==================== design 1
### PDN straps and rails, design 1

(2 px per um) Pins as bars on the die edge. Tap cells in grey.
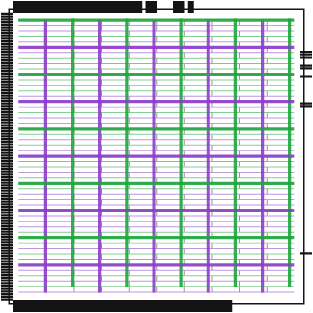

File: src/rtl/rtl_settings_pkg.sv
// Shared memory-interface widths and types for the Avalon-MM port arbiter.
// Also holds the read-tracking entry that steers returning beats to their requester.
package rtl_settings_pkg;

  localparam int AMM_ADDR_W     = 26;
  localparam int AMM_DATA_W     = 32;
  localparam int AMM_BURST_W    = 7;
  localparam int DATA_B_W       = 4;
  localparam int RD_TRACK_DEPTH = 8;

  typedef enum logic {
    IDLE,
    GRANT
  } arb_state_t;

  typedef struct packed {
    logic                   id;
    logic [AMM_BURST_W-1:0] len;
  } rd_track_t;

endpackage

File: src/rtl/rd_track_fifo.sv
// Show-ahead FIFO of outstanding read bursts; the head entry is visible on data_o
// without a read latency so returning beats can be routed in the same cycle.
module rd_track_fifo
  import rtl_settings_pkg::*;
#(
  parameter int DEPTH = RD_TRACK_DEPTH
) (
  input  logic      clk_i,
  input  logic      rst_i,
  input  logic      push,
  input  logic      pop,
  input  rd_track_t data_i,
  output rd_track_t data_o,
  output logic      empty_o,
  output logic      full_o
);

  localparam int PTR_W = $clog2(DEPTH);

  rd_track_t        mem [DEPTH];
  logic [PTR_W-1:0] wr_ptr_reg;
  logic [PTR_W-1:0] rd_ptr_reg;
  logic [PTR_W:0]   count_reg;
  logic             do_push;
  logic             do_pop;

  assign empty_o = (count_reg == '0);
  assign full_o  = (count_reg == (PTR_W+1)'(DEPTH));
  assign do_push = push & ~full_o;
  assign do_pop  = pop & ~empty_o;
  assign data_o  = mem[rd_ptr_reg];

  always_ff @(posedge clk_i or posedge rst_i) begin
    if (rst_i) begin
      wr_ptr_reg <= '0;
      rd_ptr_reg <= '0;
      count_reg  <= '0;
    end else begin
      if (do_push) wr_ptr_reg <= wr_ptr_reg + 1'b1;
      if (do_pop)  rd_ptr_reg <= rd_ptr_reg + 1'b1;
      case ({do_push, do_pop})
        2'b10:   count_reg <= count_reg + 1'b1;
        2'b01:   count_reg <= count_reg - 1'b1;
        default: count_reg <= count_reg;
      endcase
    end
  end

  // Storage is left unreset so it maps onto distributed RAM.
  always_ff @(posedge clk_i) begin
    if (do_push) mem[wr_ptr_reg] <= data_i;
  end

endmodule

File: src/rtl/amm_port_arbiter.sv
// Two-port Avalon-MM arbiter: round-robin grant per transaction, write bursts hold
// the grant to their last beat, read bursts are tracked to route readdata back.
module amm_port_arbiter
  import rtl_settings_pkg::*;
#(
  parameter int ADDR_W        = AMM_ADDR_W,
  parameter int DATA_W        = AMM_DATA_W,
  parameter int BURST_W       = AMM_BURST_W,
  parameter int BE_W          = DATA_B_W,
  parameter int RD_FIFO_DEPTH = RD_TRACK_DEPTH
) (
  input  logic               clk_i,
  input  logic               rst_i,
  input  logic [ADDR_W-1:0]  m0_address_i,
  input  logic               m0_read_i,
  input  logic               m0_write_i,
  input  logic [DATA_W-1:0]  m0_writedata_i,
  input  logic [BURST_W-1:0] m0_burstcount_i,
  input  logic [BE_W-1:0]    m0_byteenable_i,
  output logic               m0_waitrequest_o,
  output logic               m0_readdatavalid_o,
  output logic [DATA_W-1:0]  m0_readdata_o,
  input  logic [ADDR_W-1:0]  m1_address_i,
  input  logic               m1_read_i,
  input  logic               m1_write_i,
  input  logic [DATA_W-1:0]  m1_writedata_i,
  input  logic [BURST_W-1:0] m1_burstcount_i,
  input  logic [BE_W-1:0]    m1_byteenable_i,
  output logic               m1_waitrequest_o,
  output logic               m1_readdatavalid_o,
  output logic [DATA_W-1:0]  m1_readdata_o,
  output logic [ADDR_W-1:0]  mem_address_o,
  output logic               mem_read_o,
  output logic               mem_write_o,
  output logic [DATA_W-1:0]  mem_writedata_o,
  output logic [BURST_W-1:0] mem_burstcount_o,
  output logic [BE_W-1:0]    mem_byteenable_o,
  input  logic               mem_waitrequest_i,
  input  logic               mem_readdatavalid_i,
  input  logic [DATA_W-1:0]  mem_readdata_i,
  output logic               busy_o,
  output logic               orphan_err_o
);

  arb_state_t   state_reg, state_next;
  logic         grant_reg, grant_next;
  logic         rr_ptr_reg, rr_ptr_next;
  logic [BURST_W-1:0] wr_left_reg, wr_left_next;
  logic         wr_started_reg, wr_started_next;
  logic [BURST_W-1:0] rd_cnt_reg, rd_cnt_next;
  logic         orphan_reg, orphan_next;

  // Requester views indexed by port number so the grant can select them directly.
  logic [1:0]         p_read, p_write, p_req, p_wait, p_rdv;
  logic [ADDR_W-1:0]  p_addr  [2];
  logic [DATA_W-1:0]  p_wdata [2];
  logic [BURST_W-1:0] p_bc    [2];
  logic [BE_W-1:0]    p_be    [2];

  logic               g_read, g_write, g_wait, fwd, rd_blocked;
  logic [BURST_W-1:0] g_bc, eff_bc, wr_left_cur, wr_left_dec;
  logic               wr_acc, rd_acc;

  logic               fifo_push, fifo_pop, fifo_empty, fifo_full;
  rd_track_t          fifo_din, fifo_head;
  logic               rd_route, rd_last;
  logic [BURST_W-1:0] head_len;

  assign p_read     = {m1_read_i, m0_read_i};
  assign p_write    = {m1_write_i, m0_write_i};
  assign p_req      = p_read | p_write;
  assign p_addr[0]  = m0_address_i;
  assign p_addr[1]  = m1_address_i;
  assign p_wdata[0] = m0_writedata_i;
  assign p_wdata[1] = m1_writedata_i;
  assign p_bc[0]    = m0_burstcount_i;
  assign p_bc[1]    = m1_burstcount_i;
  assign p_be[0]    = m0_byteenable_i;
  assign p_be[1]    = m1_byteenable_i;

  assign fwd     = (state_reg == GRANT);
  assign g_read  = p_read[grant_reg];
  assign g_write = p_write[grant_reg];
  assign g_bc    = p_bc[grant_reg];
  assign eff_bc  = (g_bc == '0) ? BURST_W'(1) : g_bc;

  // A write takes precedence if a requester illegally asserts both strobes.
  assign rd_blocked = g_read & ~g_write & fifo_full;
  assign g_wait     = mem_waitrequest_i | rd_blocked;

  assign mem_address_o    = p_addr[grant_reg];
  assign mem_writedata_o  = p_wdata[grant_reg];
  assign mem_burstcount_o = g_bc;
  assign mem_byteenable_o = p_be[grant_reg];
  assign mem_write_o      = fwd & g_write;
  assign mem_read_o       = fwd & g_read & ~g_write & ~fifo_full;

  assign wr_acc      = mem_write_o & ~mem_waitrequest_i;
  assign rd_acc      = mem_read_o & ~mem_waitrequest_i;
  assign wr_left_cur = wr_started_reg ? wr_left_reg : eff_bc;
  assign wr_left_dec = wr_left_cur - 1'b1;

  assign fifo_din.id  = grant_reg;
  assign fifo_din.len = AMM_BURST_W'(eff_bc);

  always_comb begin
    state_next      = state_reg;
    grant_next      = grant_reg;
    rr_ptr_next     = rr_ptr_reg;
    wr_left_next    = wr_left_reg;
    wr_started_next = wr_started_reg;
    fifo_push       = 1'b0;
    case (state_reg)
      IDLE: begin
        wr_started_next = 1'b0;
        if (|p_req) begin
          state_next = GRANT;
          grant_next = (&p_req) ? rr_ptr_reg : p_req[1];
        end
      end
      GRANT: begin
        if (wr_acc) begin
          if (wr_left_dec == '0) begin
            state_next      = IDLE;
            rr_ptr_next     = ~grant_reg;
            wr_started_next = 1'b0;
          end else begin
            wr_started_next = 1'b1;
          end
          wr_left_next = wr_left_dec;
        end else if (rd_acc) begin
          fifo_push   = 1'b1;
          state_next  = IDLE;
          rr_ptr_next = ~grant_reg;
        end else if (!g_read && !g_write && !wr_started_reg) begin
          // Requester abandoned an unaccepted command; do not charge it a turn.
          state_next = IDLE;
        end
      end
      default: state_next = IDLE;
    endcase
  end

  // Return path: memory answers in command order, so the FIFO head owns every beat.
  assign head_len = BURST_W'(fifo_head.len);
  assign rd_route = mem_readdatavalid_i & ~fifo_empty;
  assign rd_last  = ((rd_cnt_reg + 1'b1) == head_len);
  assign fifo_pop = rd_route & rd_last;

  always_comb begin
    rd_cnt_next = rd_cnt_reg;
    if (rd_route) rd_cnt_next = rd_last ? '0 : rd_cnt_reg + 1'b1;
    orphan_next = orphan_reg | (mem_readdatavalid_i & fifo_empty);
  end

  always_ff @(posedge clk_i or posedge rst_i) begin
    if (rst_i) begin
      state_reg      <= IDLE;
      grant_reg      <= 1'b0;
      rr_ptr_reg     <= 1'b0;
      wr_left_reg    <= '0;
      wr_started_reg <= 1'b0;
      rd_cnt_reg     <= '0;
      orphan_reg     <= 1'b0;
    end else begin
      state_reg      <= state_next;
      grant_reg      <= grant_next;
      rr_ptr_reg     <= rr_ptr_next;
      wr_left_reg    <= wr_left_next;
      wr_started_reg <= wr_started_next;
      rd_cnt_reg     <= rd_cnt_next;
      orphan_reg     <= orphan_next;
    end
  end

  rd_track_fifo #(
    .DEPTH (RD_FIFO_DEPTH)
  ) u_rd_track_fifo (
    .clk_i   (clk_i),
    .rst_i   (rst_i),
    .push    (fifo_push),
    .pop     (fifo_pop),
    .data_i  (fifo_din),
    .data_o  (fifo_head),
    .empty_o (fifo_empty),
    .full_o  (fifo_full)
  );

  genvar gi;
  generate
    for (gi = 0; gi < 2; gi++) begin : g_port
      assign p_wait[gi] = ~(fwd && grant_reg == 1'(gi)) | g_wait;
      assign p_rdv[gi]  = rd_route & (fifo_head.id == 1'(gi));
    end
  endgenerate

  assign m0_waitrequest_o   = p_wait[0];
  assign m1_waitrequest_o   = p_wait[1];
  assign m0_readdatavalid_o = p_rdv[0];
  assign m1_readdatavalid_o = p_rdv[1];
  assign m0_readdata_o      = mem_readdata_i;
  assign m1_readdata_o      = mem_readdata_i;

  assign busy_o       = (state_reg != IDLE) | ~fifo_empty;
  assign orphan_err_o = orphan_reg;

endmodule

File: config.mk
export PLATFORM = sky130hd
export DESIGN_NAME = amm_port_arbiter
export DESIGN_NICKNAME = d
export VERILOG_FILES = /design/src/rtl/rtl_settings_pkg.sv /design/src/rtl/rd_track_fifo.sv /design/src/rtl/amm_port_arbiter.sv
export SDC_FILE = /design/constraint.sdc
export NUM_CORES = 1
export LEC_CHECK = 0
export CORE_MARGIN = 4
export CORE_UTILIZATION = 30
export CTS_BUF_LIST = sky130_fd_sc_hd__clkbuf_2
export CTS_CLUSTER_DIAMETER = 200
export DETAILED_ROUTE_END_ITERATION = 6
export PLACE_DENSITY_LB_ADDON = 0.12
export SLEW_MARGIN = 0
export SYNTH_ARGS = -nofsm -noshare
export SYNTH_HDL_FRONTEND = slang
export SYNTH_SLANG_ARGS = --single-unit
File: constraint.sdc
create_clock -name clk_i -period 4.8 [get_ports clk_i]
set_input_delay 0.96 -clock clk_i [delete_from_list [all_inputs] [get_ports clk_i]]
set_output_delay 0.96 -clock clk_i [all_outputs]
set_load 0.03 [all_outputs]
==================== design 2
==> config.mk <==
export PLATFORM = sky130hd
export DESIGN_NAME = logic_pipe_unit_flat
export DESIGN_NICKNAME = d
export VERILOG_FILES = /design/src/rtl/logic_pipe_pkg.sv /design/src/rtl/logic_pipe_unit_if.sv /design/src/rtl/logic_pipe_unit_op_core.sv /design/src/rtl/logic_pipe_unit.sv /design/src/flat_wrapper.sv
export SDC_FILE = /design/constraint.sdc
export NUM_CORES = 1
export LEC_CHECK = 0
export ABC_AREA = 1
export CAP_MARGIN = 20
export CORE_ASPECT_RATIO = 0.7
export CORE_MARGIN = 5
export CORE_UTILIZATION = 45
export DETAILED_ROUTE_END_ITERATION = 8
export GPL_TIMING_DRIVEN = 0
export MAX_ROUTING_LAYER = met4
export PLACE_DENSITY = 0.76
export SYNTH_ARGS = -nofsm -noshare
export SYNTH_HDL_FRONTEND = slang
export SYNTH_HIERARCHICAL = 1
export SYNTH_SLANG_ARGS = --single-unit
==> constraint.sdc <==
create_clock -name CLK -period 2.7 [get_ports CLK]
set_clock_uncertainty 0.15 [all_clocks]
set_input_delay 0.81 -clock CLK [delete_from_list [all_inputs] [get_ports CLK]]
set_output_delay 0.81 -clock CLK [all_outputs]
set_load 0.1 [all_outputs]
==> src/rtl/logic_pipe_pkg.sv <==
`default_nettype none
// ============================================================================
//  Module      : logic_pipe_pkg
//  Description : Shared definitions for the logic pipeline unit. Holds the
//                3-bit operation encoding used by the operand bus, the
//                pipeline registers and the combinational operation core.
//  Contents    : OP_WIDTH  - width of the operation select field
//                op_e      - operation select encoding
//                op_name   - short mnemonic for an encoding (debug helper)
//  Revision    : 1.0 - initial release
// ============================================================================
package logic_pipe_pkg;

   localparam int OP_WIDTH = 3;

   typedef enum logic [OP_WIDTH-1:0] {
      OP_AND   = 3'b000,   // A & B
      OP_OR    = 3'b001,   // A | B
      OP_NAND  = 3'b010,   // ~(A & B)
      OP_NOR   = 3'b011,   // ~(A | B)
      OP_XOR   = 3'b100,   // A ^ B
      OP_XNOR  = 3'b101,   // ~(A ^ B)
      OP_NOTA  = 3'b110,   // ~A
      OP_PASSA = 3'b111    // A
   } op_e;

   // Packs a three-character mnemonic into a vector; handy for waveform
   // viewers that can display ASCII radix.
   function automatic logic [23:0] op_name(input op_e op);
      logic [23:0] name;
      name = "???";
      case (op)
         OP_AND   : name = "AND";
         OP_OR    : name = "OR ";
         OP_NAND  : name = "NND";
         OP_NOR   : name = "NOR";
         OP_XOR   : name = "XOR";
         OP_XNOR  : name = "XNR";
         OP_NOTA  : name = "NTA";
         OP_PASSA : name = "PSA";
         default  : name = "???";
      endcase
      return name;
   endfunction

endpackage : logic_pipe_pkg
`default_nettype wire

==> src/rtl/logic_pipe_unit_if.sv <==
`default_nettype none
// ============================================================================
//  Module      : logic_pipe_unit_if
//  Description : Operand/result bus of the logic pipeline unit. Bundles the
//                unit enable, the upstream operand handshake, the downstream
//                result handshake, result flags and the completion counter.
//  Modports    : master - upstream/downstream environment (drives operands,
//                         enable and out_ready; observes results)
//                slave  - the pipeline unit itself
//  Signals     : EN          unit enable (gates acceptance only)
//                in_valid    operand beat valid
//                in_ready    unit can accept a beat this cycle
//                A, B        operands, DATA_WIDTH bits
//                OP          operation select, OP_WIDTH bits
//                out_valid   result beat valid
//                out_ready   downstream accepts result
//                RESULT      operation result, DATA_WIDTH bits
//                ZERO_FLAG   RESULT is all zeros
//                PARITY_FLAG XOR-reduction of RESULT
//                OP_CNT      results accepted downstream, CNT_WIDTH bits
//  Revision    : 1.0 - initial release
// ============================================================================
interface logic_pipe_unit_if #(
   parameter int DATA_WIDTH = 16,
   parameter int CNT_WIDTH  = 8
);
   import logic_pipe_pkg::*;

   logic                  EN;
   logic                  in_valid;
   logic                  in_ready;
   logic [DATA_WIDTH-1:0] A;
   logic [DATA_WIDTH-1:0] B;
   logic [OP_WIDTH-1:0]   OP;
   logic                  out_valid;
   logic                  out_ready;
   logic [DATA_WIDTH-1:0] RESULT;
   logic                  ZERO_FLAG;
   logic                  PARITY_FLAG;
   logic [CNT_WIDTH-1:0]  OP_CNT;

   modport master (
      output EN, in_valid, A, B, OP, out_ready,
      input  in_ready, out_valid, RESULT, ZERO_FLAG, PARITY_FLAG, OP_CNT
   );

   modport slave (
      input  EN, in_valid, A, B, OP, out_ready,
      output in_ready, out_valid, RESULT, ZERO_FLAG, PARITY_FLAG, OP_CNT
   );

endinterface : logic_pipe_unit_if
`default_nettype wire

==> src/rtl/logic_pipe_unit_op_core.sv <==
`default_nettype none
// ============================================================================
//  Module      : logic_op_core
//  Description : Purely combinational bitwise operation decoder. Sits between
//                the operand stage and the result stage of logic_pipe_unit.
//  Parameters  : DATA_WIDTH - operand/result width
//  Ports       : a      in   DATA_WIDTH  operand A
//                b      in   DATA_WIDTH  operand B
//                op     in   op_e        operation select
//                result out  DATA_WIDTH  operation result
//  Revision    : 1.0 - initial release
// ============================================================================
module logic_op_core
   import logic_pipe_pkg::*;
#(
   parameter int DATA_WIDTH = 16
) (
   input  logic [DATA_WIDTH-1:0] a,
   input  logic [DATA_WIDTH-1:0] b,
   input  op_e                   op,
   output logic [DATA_WIDTH-1:0] result
);

   always_comb begin
      result = a;
      case (op)
         OP_AND   : result = a & b;
         OP_OR    : result = a | b;
         OP_NAND  : result = ~(a & b);
         OP_NOR   : result = ~(a | b);
         OP_XOR   : result = a ^ b;
         OP_XNOR  : result = ~(a ^ b);
         OP_NOTA  : result = ~a;
         OP_PASSA : result = a;
         default  : result = a;
      endcase
   end

endmodule : logic_op_core
`default_nettype wire

==> src/rtl/logic_pipe_unit.sv <==
`default_nettype none
// ============================================================================
//  Module      : logic_pipe_unit
//  Description : Two-stage valid/ready pipeline applying a bitwise operation
//                to two operands. Stage 1 captures A, B, OP on acceptance;
//                stage 2 captures the result plus zero/parity flags. Results
//                handed downstream are counted in a wrapping counter.
//  Parameters  : DATA_WIDTH - operand/result width
//                CNT_WIDTH  - completed-operation counter width
//  Ports       : CLK  in   rising-edge clock
//                RST  in   asynchronous active-low reset
//                bus  slave modport of logic_pipe_unit_if (operand and
//                     result handshakes, flags, counter, enable)
//  Revision    : 1.0 - initial release
// ============================================================================
module logic_pipe_unit
   import logic_pipe_pkg::*;
#(
   parameter int DATA_WIDTH = 16,
   parameter int CNT_WIDTH  = 8
) (
   input  logic             CLK,
   input  logic             RST,
   logic_pipe_unit_if.slave bus
);

   // ------------------------------------------------------------------------
   // State
   // ------------------------------------------------------------------------
   logic                  r_run;        // set on the first edge after reset
   logic                  r_s1_valid;
   logic [DATA_WIDTH-1:0] r_s1_a;
   logic [DATA_WIDTH-1:0] r_s1_b;
   op_e                   r_s1_op;
   logic                  r_s2_valid;
   logic [DATA_WIDTH-1:0] r_result;
   logic                  r_zero;
   logic                  r_parity;
   logic [CNT_WIDTH-1:0]  r_op_cnt;

   logic                  w_s2_xfer;
   logic                  w_s1_adv;
   logic                  w_s2_load;
   logic                  w_in_ready;
   logic                  w_accept;
   logic [DATA_WIDTH-1:0] w_core_result;

   // ------------------------------------------------------------------------
   // Handshake control
   // ------------------------------------------------------------------------
   // Stage 2 frees up either because it is empty or because its beat leaves
   // this cycle, which lets stage 1 move forward and in turn lets a new beat
   // in. The chain is combinational so a full pipeline still streams one
   // beat per cycle while out_ready stays high.
   assign w_s2_xfer  = r_s2_valid && bus.out_ready;
   assign w_s1_adv   = !r_s2_valid || w_s2_xfer;
   assign w_s2_load  = r_s1_valid && w_s1_adv;

   // r_run is cleared asynchronously by reset and only set by a clock edge,
   // so in_ready stays low during reset and until the first edge after it.
   assign w_in_ready = r_run && bus.EN && (!r_s1_valid || w_s1_adv);
   assign w_accept   = bus.in_valid && w_in_ready;

   always_ff @(posedge CLK or negedge RST) begin
      if (!RST) begin
         r_run <= 1'b0;
      end else begin
         r_run <= 1'b1;
      end
   end

   // ------------------------------------------------------------------------
   // Stage 1: operand registers
   // ------------------------------------------------------------------------
   always_ff @(posedge CLK or negedge RST) begin
      if (!RST) begin
         r_s1_valid <= 1'b0;
         r_s1_a     <= '0;
         r_s1_b     <= '0;
         r_s1_op    <= OP_AND;
      end else begin
         if (w_accept) begin
            r_s1_valid <= 1'b1;
            r_s1_a     <= bus.A;
            r_s1_b     <= bus.B;
            r_s1_op    <= op_e'(bus.OP);
         end else if (w_s1_adv) begin
            // Either already empty or the held beat moves into stage 2.
            r_s1_valid <= 1'b0;
         end
      end
   end

   // ------------------------------------------------------------------------
   // Operation decode between the stages
   // ------------------------------------------------------------------------
   logic_op_core #(
      .DATA_WIDTH (DATA_WIDTH)
   ) u_op_core (
      .a      (r_s1_a),
      .b      (r_s1_b),
      .op     (r_s1_op),
      .result (w_core_result)
   );

   // ------------------------------------------------------------------------
   // Stage 2: result and flag registers
   // ------------------------------------------------------------------------
   // RESULT and flags only change when a new beat is loaded, so they hold
   // their last value across idle cycles and stay stable under back-pressure.
   always_ff @(posedge CLK or negedge RST) begin
      if (!RST) begin
         r_s2_valid <= 1'b0;
         r_result   <= '0;
         r_zero     <= 1'b0;
         r_parity   <= 1'b0;
      end else begin
         if (w_s2_load) begin
            r_s2_valid <= 1'b1;
            r_result   <= w_core_result;
            r_zero     <= (w_core_result == '0);
            r_parity   <= ^w_core_result;
         end else if (w_s2_xfer) begin
            r_s2_valid <= 1'b0;
         end
      end
   end

   // ------------------------------------------------------------------------
   // Completed-operation counter (wraps silently)
   // ------------------------------------------------------------------------
   always_ff @(posedge CLK or negedge RST) begin
      if (!RST) begin
         r_op_cnt <= '0;
      end else if (w_s2_xfer) begin
         r_op_cnt <= r_op_cnt + CNT_WIDTH'(1);
      end
   end

   // ------------------------------------------------------------------------
   // Outputs
   // ------------------------------------------------------------------------
   assign bus.in_ready    = w_in_ready;
   assign bus.out_valid   = r_s2_valid;
   assign bus.RESULT      = r_result;
   assign bus.ZERO_FLAG   = r_zero;
   assign bus.PARITY_FLAG = r_parity;
   assign bus.OP_CNT      = r_op_cnt;

endmodule : logic_pipe_unit
`default_nettype wire

==> src/flat_wrapper.sv <==
// flat-port wrapper written by rule: the top's interface ports become plain ports
module logic_pipe_unit_flat import logic_pipe_pkg::*;
#(
   parameter int DATA_WIDTH = 16,
   parameter int CNT_WIDTH  = 8
)
  (CLK, RST, bus_EN, bus_in_valid, bus_A, bus_B, bus_OP, bus_out_ready, bus_in_ready, bus_out_valid, bus_RESULT, bus_ZERO_FLAG, bus_PARITY_FLAG, bus_OP_CNT);
  logic_pipe_unit_if #(.DATA_WIDTH(DATA_WIDTH), .CNT_WIDTH(CNT_WIDTH)) bus_i ();
  input  logic CLK;
  input  logic RST;
  input wire logic [$bits(bus_i.EN)-1:0] bus_EN;
  input wire logic [$bits(bus_i.in_valid)-1:0] bus_in_valid;
  input wire logic [$bits(bus_i.A)-1:0] bus_A;
  input wire logic [$bits(bus_i.B)-1:0] bus_B;
  input wire logic [$bits(bus_i.OP)-1:0] bus_OP;
  input wire logic [$bits(bus_i.out_ready)-1:0] bus_out_ready;
  output wire logic [$bits(bus_i.in_ready)-1:0] bus_in_ready;
  output wire logic [$bits(bus_i.out_valid)-1:0] bus_out_valid;
  output wire logic [$bits(bus_i.RESULT)-1:0] bus_RESULT;
  output wire logic [$bits(bus_i.ZERO_FLAG)-1:0] bus_ZERO_FLAG;
  output wire logic [$bits(bus_i.PARITY_FLAG)-1:0] bus_PARITY_FLAG;
  output wire logic [$bits(bus_i.OP_CNT)-1:0] bus_OP_CNT;
  assign bus_i.EN = bus_EN;
  assign bus_i.in_valid = bus_in_valid;
  assign bus_i.A = bus_A;
  assign bus_i.B = bus_B;
  assign bus_i.OP = bus_OP;
  assign bus_i.out_ready = bus_out_ready;
  assign bus_in_ready = bus_i.in_ready;
  assign bus_out_valid = bus_i.out_valid;
  assign bus_RESULT = bus_i.RESULT;
  assign bus_ZERO_FLAG = bus_i.ZERO_FLAG;
  assign bus_PARITY_FLAG = bus_i.PARITY_FLAG;
  assign bus_OP_CNT = bus_i.OP_CNT;
  logic_pipe_unit #(.DATA_WIDTH(DATA_WIDTH), .CNT_WIDTH(CNT_WIDTH)) u_core (.CLK(CLK), .RST(RST), .bus(bus_i));
endmodule
==================== design 3
[config.mk]
export PLATFORM = sky130hd
export DESIGN_NAME = parallel_in_serial_out_tx
export DESIGN_NICKNAME = d
export VERILOG_FILES = /design/src/rtl/parallel_in_serial_out_tx.sv
export SDC_FILE = /design/constraint.sdc
export NUM_CORES = 1
export LEC_CHECK = 0
export CAP_MARGIN = 20
export CORE_AREA = 4 4 54 56
export DETAILED_ROUTE_END_ITERATION = 10
export DIE_AREA = 0 0 58 60
export PLACE_DENSITY = 0.75
export SLEW_MARGIN = 20
export SYNTH_ARGS = -nofsm -noshare
export SYNTH_HDL_FRONTEND = slang
export SYNTH_SLANG_ARGS = --single-unit
export TNS_END_PERCENT = 100
[constraint.sdc]
create_clock -name clk -period 1.7 [get_ports clk]
set_input_delay 0.255 -clock clk [delete_from_list [all_inputs] [get_ports clk]]
set_output_delay 0.255 -clock clk [all_outputs]
set_load 0.01 [all_outputs]
[src/rtl/parallel_in_serial_out_tx.sv]
// parallel_in_serial_out_tx: serialises DATA_WIDTH-bit words received over a
// valid/ready handshake, one bit per enabled clock. A 1-deep holding register
// lets consecutive words stream with no idle bit between them. frame_start
// marks the first bit of every word so the downstream deserialiser can align.
module parallel_in_serial_out_tx #(
  parameter int DATA_WIDTH = 8,
  parameter bit MSB_FIRST  = 1'b1
) (
  input  logic                  clk,
  input  logic                  reset,
  input  logic [DATA_WIDTH-1:0] data_in,
  input  logic                  in_valid,
  output logic                  in_ready,
  input  logic                  shift_en,
  output logic                  data_out,
  output logic                  bit_valid,
  output logic                  frame_start,
  output logic                  busy
);

  localparam int               CNT_W    = $clog2(DATA_WIDTH);
  localparam logic [CNT_W-1:0] LAST_CNT = CNT_W'(DATA_WIDTH - 1);

  typedef enum logic [0:0] {
    ST_IDLE  = 1'b0,
    ST_SHIFT = 1'b1
  } state_t;

  state_t                state_q, state_d;
  logic [CNT_W-1:0]      bit_cnt_q, bit_cnt_d;
  logic [DATA_WIDTH-1:0] shreg_q, shreg_d;
  logic [DATA_WIDTH-1:0] hold_q, hold_d;
  logic                  hold_full_q, hold_full_d;
  logic                  data_out_q, data_out_d;
  logic                  bit_valid_q, bit_valid_d;
  logic                  frame_start_q, frame_start_d;
  logic                  busy_q, busy_d;
  logic                  in_ready_q, in_ready_d;
  logic                  accept_s;

  // The bit that goes on the line first for a given word image.
  function automatic logic head_bit(input logic [DATA_WIDTH-1:0] w);
    if (MSB_FIRST) begin
      return w[DATA_WIDTH-1];
    end else begin
      return w[0];
    end
  endfunction

  // Move the next bit to the head position of the shift register.
  function automatic logic [DATA_WIDTH-1:0] advance(input logic [DATA_WIDTH-1:0] w);
    if (MSB_FIRST) begin
      return {w[DATA_WIDTH-2:0], 1'b0};
    end else begin
      return {1'b0, w[DATA_WIDTH-1:1]};
    end
  endfunction

  // in_ready comes straight from a flop, so accept has no path back into it.
  assign accept_s = in_valid && in_ready_q;

  // Next-state and output decode; every target starts from its held value.
  always_comb begin
    state_d       = state_q;
    bit_cnt_d     = bit_cnt_q;
    shreg_d       = shreg_q;
    hold_d        = hold_q;
    hold_full_d   = hold_full_q;
    data_out_d    = data_out_q;
    frame_start_d = frame_start_q;

    case (state_q)
      ST_IDLE: begin
        // shift_en is irrelevant here; an accepted word starts immediately.
        if (accept_s) begin
          state_d       = ST_SHIFT;
          shreg_d       = data_in;
          data_out_d    = head_bit(data_in);
          bit_cnt_d     = '0;
          frame_start_d = 1'b1;
        end else begin
          data_out_d    = 1'b0;
          frame_start_d = 1'b0;
        end
      end
      ST_SHIFT: begin
        if (shift_en && (bit_cnt_q == LAST_CNT)) begin
          // Word boundary: held word first, then bypass, else go idle.
          if (hold_full_q) begin
            shreg_d       = hold_q;
            data_out_d    = head_bit(hold_q);
            hold_full_d   = 1'b0;
            bit_cnt_d     = '0;
            frame_start_d = 1'b1;
          end else if (accept_s) begin
            shreg_d       = data_in;
            data_out_d    = head_bit(data_in);
            bit_cnt_d     = '0;
            frame_start_d = 1'b1;
          end else begin
            state_d       = ST_IDLE;
            data_out_d    = 1'b0;
            bit_cnt_d     = '0;
            frame_start_d = 1'b0;
          end
        end else begin
          if (shift_en) begin
            shreg_d       = advance(shreg_q);
            data_out_d    = head_bit(advance(shreg_q));
            bit_cnt_d     = bit_cnt_q + CNT_W'(1);
            frame_start_d = 1'b0;
          end else begin
            data_out_d    = data_out_q;
          end
          // accept implies the hold is empty, since in_ready = !hold_full.
          if (accept_s) begin
            hold_d      = data_in;
            hold_full_d = 1'b1;
          end else begin
            hold_full_d = hold_full_q;
          end
        end
      end
      default: begin
        state_d       = ST_IDLE;
        bit_cnt_d     = '0;
        hold_full_d   = 1'b0;
        data_out_d    = 1'b0;
        frame_start_d = 1'b0;
      end
    endcase

    bit_valid_d = (state_d == ST_SHIFT);
    busy_d      = (state_d == ST_SHIFT) || hold_full_d;
    in_ready_d  = !hold_full_d;
  end

  // State, datapath and registered outputs; reset discards any word in flight.
  always_ff @(posedge clk or posedge reset) begin
    if (reset) begin
      state_q       <= ST_IDLE;
      bit_cnt_q     <= '0;
      shreg_q       <= '0;
      hold_q        <= '0;
      hold_full_q   <= 1'b0;
      data_out_q    <= 1'b0;
      bit_valid_q   <= 1'b0;
      frame_start_q <= 1'b0;
      busy_q        <= 1'b0;
      in_ready_q    <= 1'b1;
    end else begin
      state_q       <= state_d;
      bit_cnt_q     <= bit_cnt_d;
      shreg_q       <= shreg_d;
      hold_q        <= hold_d;
      hold_full_q   <= hold_full_d;
      data_out_q    <= data_out_d;
      bit_valid_q   <= bit_valid_d;
      frame_start_q <= frame_start_d;
      busy_q        <= busy_d;
      in_ready_q    <= in_ready_d;
    end
  end

  assign data_out    = data_out_q;
  assign bit_valid   = bit_valid_q;
  assign frame_start = frame_start_q;
  assign busy        = busy_q;
  assign in_ready    = in_ready_q;

endmodule

==================== design 4
[config.mk]
export PLATFORM = sky130hd
export DESIGN_NAME = pc_sequencer
export DESIGN_NICKNAME = d
export VERILOG_FILES = /design/src/rtl/pc_sequencer.sv
export SDC_FILE = /design/constraint.sdc
export NUM_CORES = 1
export LEC_CHECK = 0
export CAP_MARGIN = 30
export CORE_ASPECT_RATIO = 1.25
export CORE_MARGIN = 2
export CORE_UTILIZATION = 43
export DETAILED_ROUTE_END_ITERATION = 10
export PLACE_DENSITY_LB_ADDON = 0.05
export SYNTH_ARGS = -nofsm -noshare
export SYNTH_HDL_FRONTEND = slang
export SYNTH_SLANG_ARGS = --single-unit
[constraint.sdc]
create_clock -name clk -period 2.5 [get_ports clk]
set_input_delay 0.25 -clock clk [delete_from_list [all_inputs] [get_ports clk]]
set_output_delay 0.25 -clock clk [all_outputs]
set_load 0.02 [all_outputs]
[src/rtl/pc_sequencer.sv]
// rtl/pc_sequencer.sv - fetch PC sequencer with RUN/STALL/HALT control and IF/ID flush/hold.
// Optional redirect/stall statistics counters enabled by PC_SEQ_STATS_EN.
module pc_sequencer #(
   parameter logic [31:0] RESET_PC    = 32'h0000_0000,
   parameter int          PC_STEP     = 1,
   parameter int          STALL_LIMIT = 15
) (
   input  logic        clk,
   input  logic        rst_n,
   input  logic [31:0] npc_in,
   input  logic        jmp,
   input  logic        correct_b,
   input  logic        stall,
   input  logic        halt_req,
   input  logic        go,
   output logic [31:0] pc,
   output logic [31:0] pc_plus,
   output logic        pc_we,
   output logic        if_id_flush,
   output logic        if_id_hold,
   output logic        halted,
   output logic        stall_err,
   output logic [15:0] redirect_cnt,
   output logic [15:0] stall_cnt
);

   localparam logic [1:0] ST_RUN   = 2'd0;
   localparam logic [1:0] ST_STALL = 2'd1;
   localparam logic [1:0] ST_HALT  = 2'd2;

   localparam logic [31:0] STEP  = 32'(PC_STEP);
   localparam logic [5:0]  LIMIT = 6'(STALL_LIMIT);

   logic [1:0]  state;
   logic [1:0]  state_nxt;
   logic [31:0] pc_nxt;
   logic [4:0]  run_cnt;
   logic        stalling;

   assign pc_plus = pc + STEP;
   assign halted  = (state == ST_HALT);

   // Priority: halt_req > stall > redirect > sequential; HALT ignores everything but go.
   always_comb begin
      state_nxt   = state;
      pc_nxt      = pc;
      pc_we       = 1'b0;
      if_id_flush = 1'b0;
      if_id_hold  = 1'b0;
      stalling    = 1'b0;
      if (state == ST_HALT) begin
         if_id_flush = 1'b1;
         if (go) state_nxt = ST_RUN;
      end else if (halt_req) begin
         state_nxt   = ST_HALT;
         if_id_flush = 1'b1;
      end else if (stall) begin
         state_nxt  = ST_STALL;
         if_id_hold = 1'b1;
         stalling   = 1'b1;
      end else begin
         state_nxt = ST_RUN;
         pc_we     = 1'b1;
         if (jmp || correct_b) begin
            pc_nxt      = npc_in;
            if_id_flush = 1'b1;
         end else begin
            pc_nxt = pc_plus;
         end
      end
      if (!rst_n) begin
         pc_we       = 1'b0;
         if_id_flush = 1'b1;
         if_id_hold  = 1'b0;
      end
   end

   always_ff @(posedge clk or negedge rst_n) begin
      if (!rst_n) begin
         state     <= ST_RUN;
         pc        <= RESET_PC;
         run_cnt   <= 5'd0;
         stall_err <= 1'b0;
      end else begin
         state <= state_nxt;
         pc    <= pc_nxt;
         if (stalling) begin
            if (run_cnt != 5'h1f) run_cnt <= run_cnt + 5'd1;
            if (({1'b0, run_cnt} + 6'd1) >= LIMIT) stall_err <= 1'b1;
         end else begin
            run_cnt <= 5'd0;
         end
      end
   end

`ifdef PC_SEQ_STATS_EN
   logic redirect_take;
   // pc_we together with flush only occurs on a taken redirect.
   assign redirect_take = pc_we && if_id_flush;

   always_ff @(posedge clk or negedge rst_n) begin
      if (!rst_n) begin
         redirect_cnt <= 16'h0;
         stall_cnt    <= 16'h0;
      end else begin
         if (redirect_take && redirect_cnt != 16'hFFFF) redirect_cnt <= redirect_cnt + 16'h1;
         if (stalling && stall_cnt != 16'hFFFF) stall_cnt <= stall_cnt + 16'h1;
      end
   end
`else
   assign redirect_cnt = 16'h0;
   assign stall_cnt    = 16'h0;
`endif

endmodule


==> layout pictures side by side <==
Metal 2.
panel A
(4 px per um)
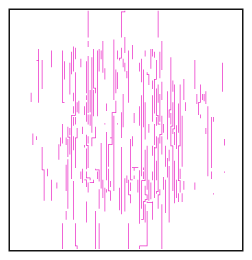
panel B
(2 px per um)
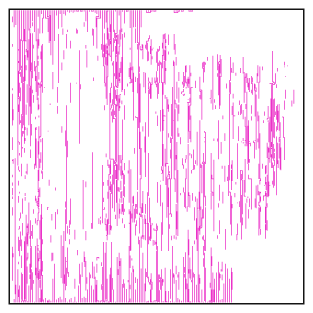
panel C
(3 px per um)
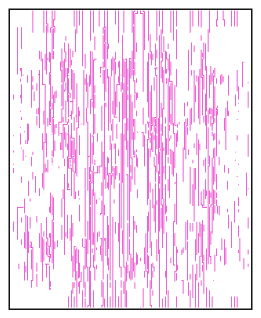
panel D
(2 px per um)
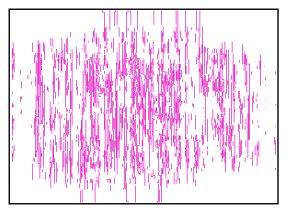
Panel C is design 4.
Panel D is design 2.
Panel B is design 1.
Panel A is design 3.
The one with the largest die is panel B.
The one with the smallest die is panel A.

Key to panel D:
share of all routed wire: 43%
wire length on this layer: 6,240 um

### M3 wires, design 3

(4 px per um)
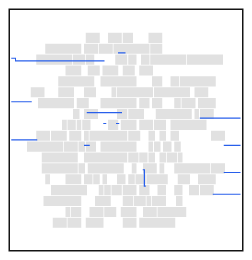
nets with wire on the layer: 10
main direction: horizontal
met3 Use GR: 3.89%
Via Count: 941
Routed Wire Length: 2.45 mm

### PDN straps and rails, design 3

(6 px per um) Pins as bars on the die edge. Tap cells in grey.
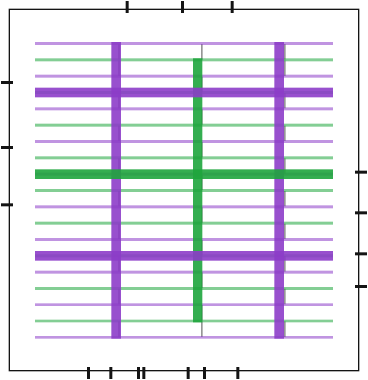
[VDD] green
[VSS] purple
met4 straps: 3
signal pins: 17
tap cells: 30
Die X: 58 um
core box area: 2430 um^2

==> results.yml, design 3 <==
# flow metrics
cts:
  htree_levels: 1
  cts_setup_buffers: 0
  cts.reportedPaths.clkPinSlew_ps: 130
setup_path:
  criticalPathCategory: "reg -> reg"
  crit_path_end: "hold_q[7]"
  cp_max_fo: 9
drt:
  remaining_drc_errors: 0
  drt.antenna.violating_nets: 0
layout:
  antennaDiodeCount: 0
  mostFrequentLayoutCells: "dfrtp_1, clkdlybuf4s50_1, mux2_2, buf_4, o21ai_0"
  seq_area_um2: 603
  inverters: 6
  nonClkBufAreaFrac_pct: 16.4
pwr:
  maxPowerGroup: "registers"
  power.total_mw: 2.34
sta:
  tightest_slew_ps: 384
  fmax_mhz: 624
  post-route-period-util_pct: 94.2
outcome:
  status: "finished, final reports clean"
synthesis:
  synthArstFlopShare_pct: 100
  synth_area_per_cell_um2: 11.3
die:
  ios: 17
placement:
  placed_cell_area_um2: 1450
  port_buffers: 16
min_path:
  hp-class: "in -> async"
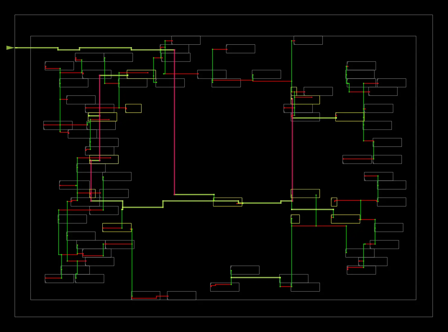
*Clock wiring as the flow saved it, design 2*
# clk buffers: 10
Clock Latency Late Sink: 330 ps
Clk power: 1.04 mW

==> results.yml, design 2 <==
# flow metrics
setup_path:
  cp.depth: 1
  crit_path_end: "bus_out_valid"
drt:
  post_drt_wl_per_cell_um: 16.2
  dr.pass1.iters: 6
  routed-via-count: 4793
sta:
  hold_violations: 0
  setup_ws_ps: 89.9
placement:
  hpwl_mm: 10.6
cts:
  cts_tree: "built"
layout:
  antennaDiodeCount: 1
  final_cells: 903
  buffers: 112
global_routing:
  grt_use_met3_pct: 6.88
pwr:
  seq_power_mw: 1.41
  p_comb_mw: 3.28
synthesis:
  synthArstFlopShare_pct: 100
  yosysSeqAreaShare_pct: 33.3
  synthCells: 683
die:
  ios: 68
outcome:
  status: "finished, final reports clean"
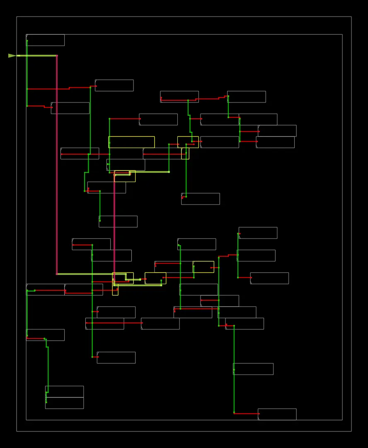
*Clock wiring as the flow saved it, design 4*
# clk buffers: 6
Fin Clk Skew: 6.63 ps
CTS buffer count: 5

==> results.yml, design 4 <==
# flow metrics
outcome:
  status: "finished, final reports clean"
pwr:
  p_clk_mw: 0.528
cts:
  cts_hold_buf: 0
  clk_latency_ps: 290
placement:
  placed_cell_area_um2: 4370
  gp_congestion: 0.839
layout:
  drive_gt1_share_pct: 15.2
  clk_share_pct: 2.41
  comb_area_um2: 1870
  antennaDiodeCount: 0
die:
  dieArea_um2: 7990
drt:
  routed_via_density: 5.26
flow_run:
  maxCapViolCount: 0
global_routing:
  grt-ovfl-total: 0
synthesis:
  edf_count: 0
### Clock wiring as the flow saved it, design 1

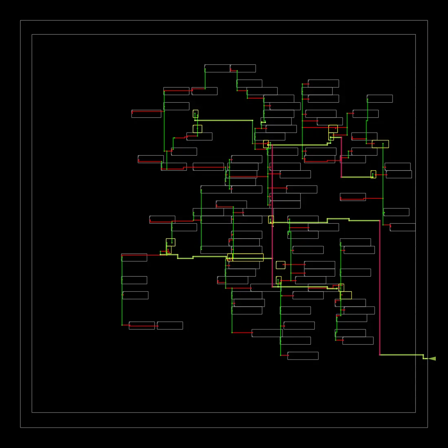
CTS buffer count: 9
Clock Latency Late Sink: 600 ps
# clk buffers: 9
FFs & Latches: 93
Clk power: 0.427 mW

### Signal wires by layer, design 1

(2 px per um)
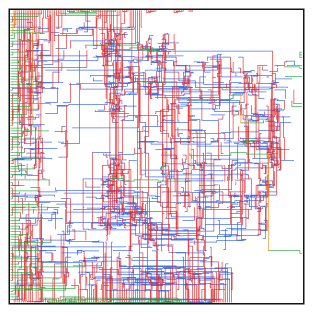
[M4] orange | wire length: 205 um
[M2] red | wire length: 8,900 um
[M3] green | wire length: 1,620 um
[M1] blue | wire length: 6,840 um
Routed Wire Length: 17.6 mm
WL per Instance: 20.2 um

## Picture notes: 'PDN straps and rails' of design 1
[VDD] green
[VSS] purple
met4 straps: 10
tap cells: 234
met5 straps: 10

==> results.yml, design 1 <==
# flow metrics
outcome:
  status: "finished, final reports clean"
layout:
  antennaDiodeCount: 0
setup_path:
  rr_startpoint: "u_rd_track_fifo.rd_ptr_reg[0]"
  cp_max_fo: 54
  start_kind: "flip-flop"
  crit_path_end: "mem_writedata_o[24]"
global_routing:
  grt.met1_usage_pct: 18.6
  grt_pass1_vias: 4505
  grt-ovfl-total: 0
  track_usage_pct: 16.2
synthesis:
  yosys-top-cells-area: "edfxtp_1, mux2_2, dfrtp_1, buf_4, mux2i_1"
  synth_flops: 93
  synthAoiAreaFrac_pct: 5.63
  synth_area_per_cell_um2: 12.3
  syn-num-nets: 656
pwr:
  p_leak_nw: 2.87
sta:
  setup_viol_count_final: 0
  finClkSkew_ps: 33.5


==> gallery <==
M3 wires.
picture 1
(2 px per um)
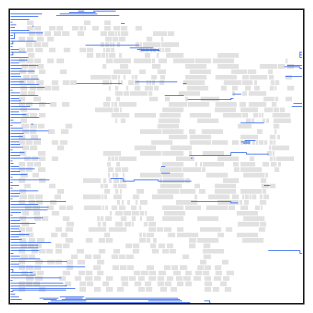
picture 2
(3 px per um)
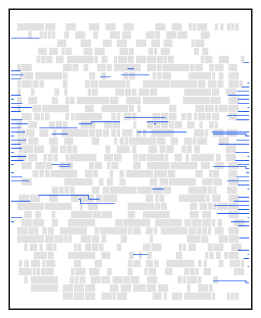
picture 3
(2 px per um)
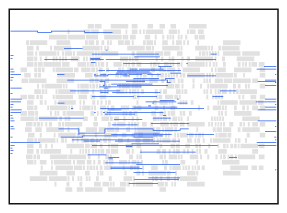
The one with the smallest die is picture 2.
The one with the largest die is picture 1.
- design 4 = picture 2
- design 2 = picture 3
- design 1 = picture 1


==> layout pictures side by side <==
Signal wires by layer.
Plate I
(3 px per um)
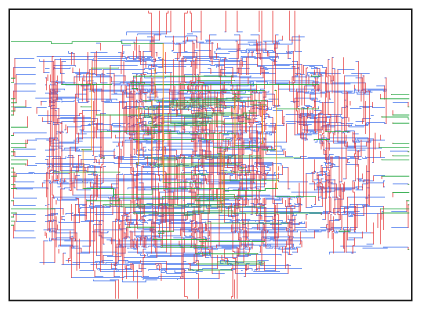
Plate II
(6 px per um)
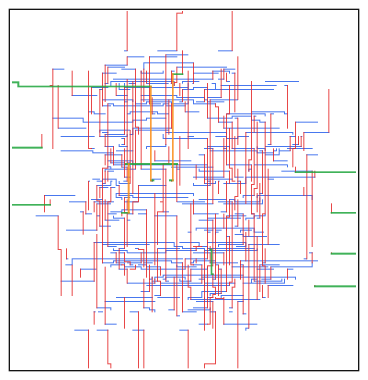
Plate III
(4 px per um)
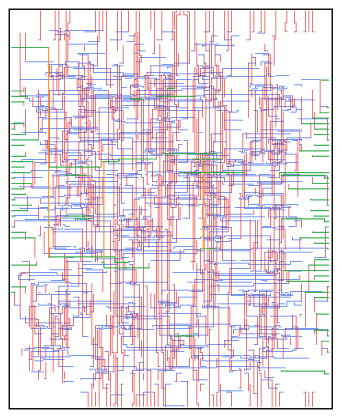
- design 2 = Plate I
- design 3 = Plate II
- design 4 = Plate III
Of these, largest die: Plate I

Key to Plate II:
[M3] green | wire length: 75.1 um
[M2] red | wire length: 1,190 um
[M1] blue | wire length: 1,140 um
[M4] orange | wire length: 41.5 um

Power and IR drop assume default switching activity.
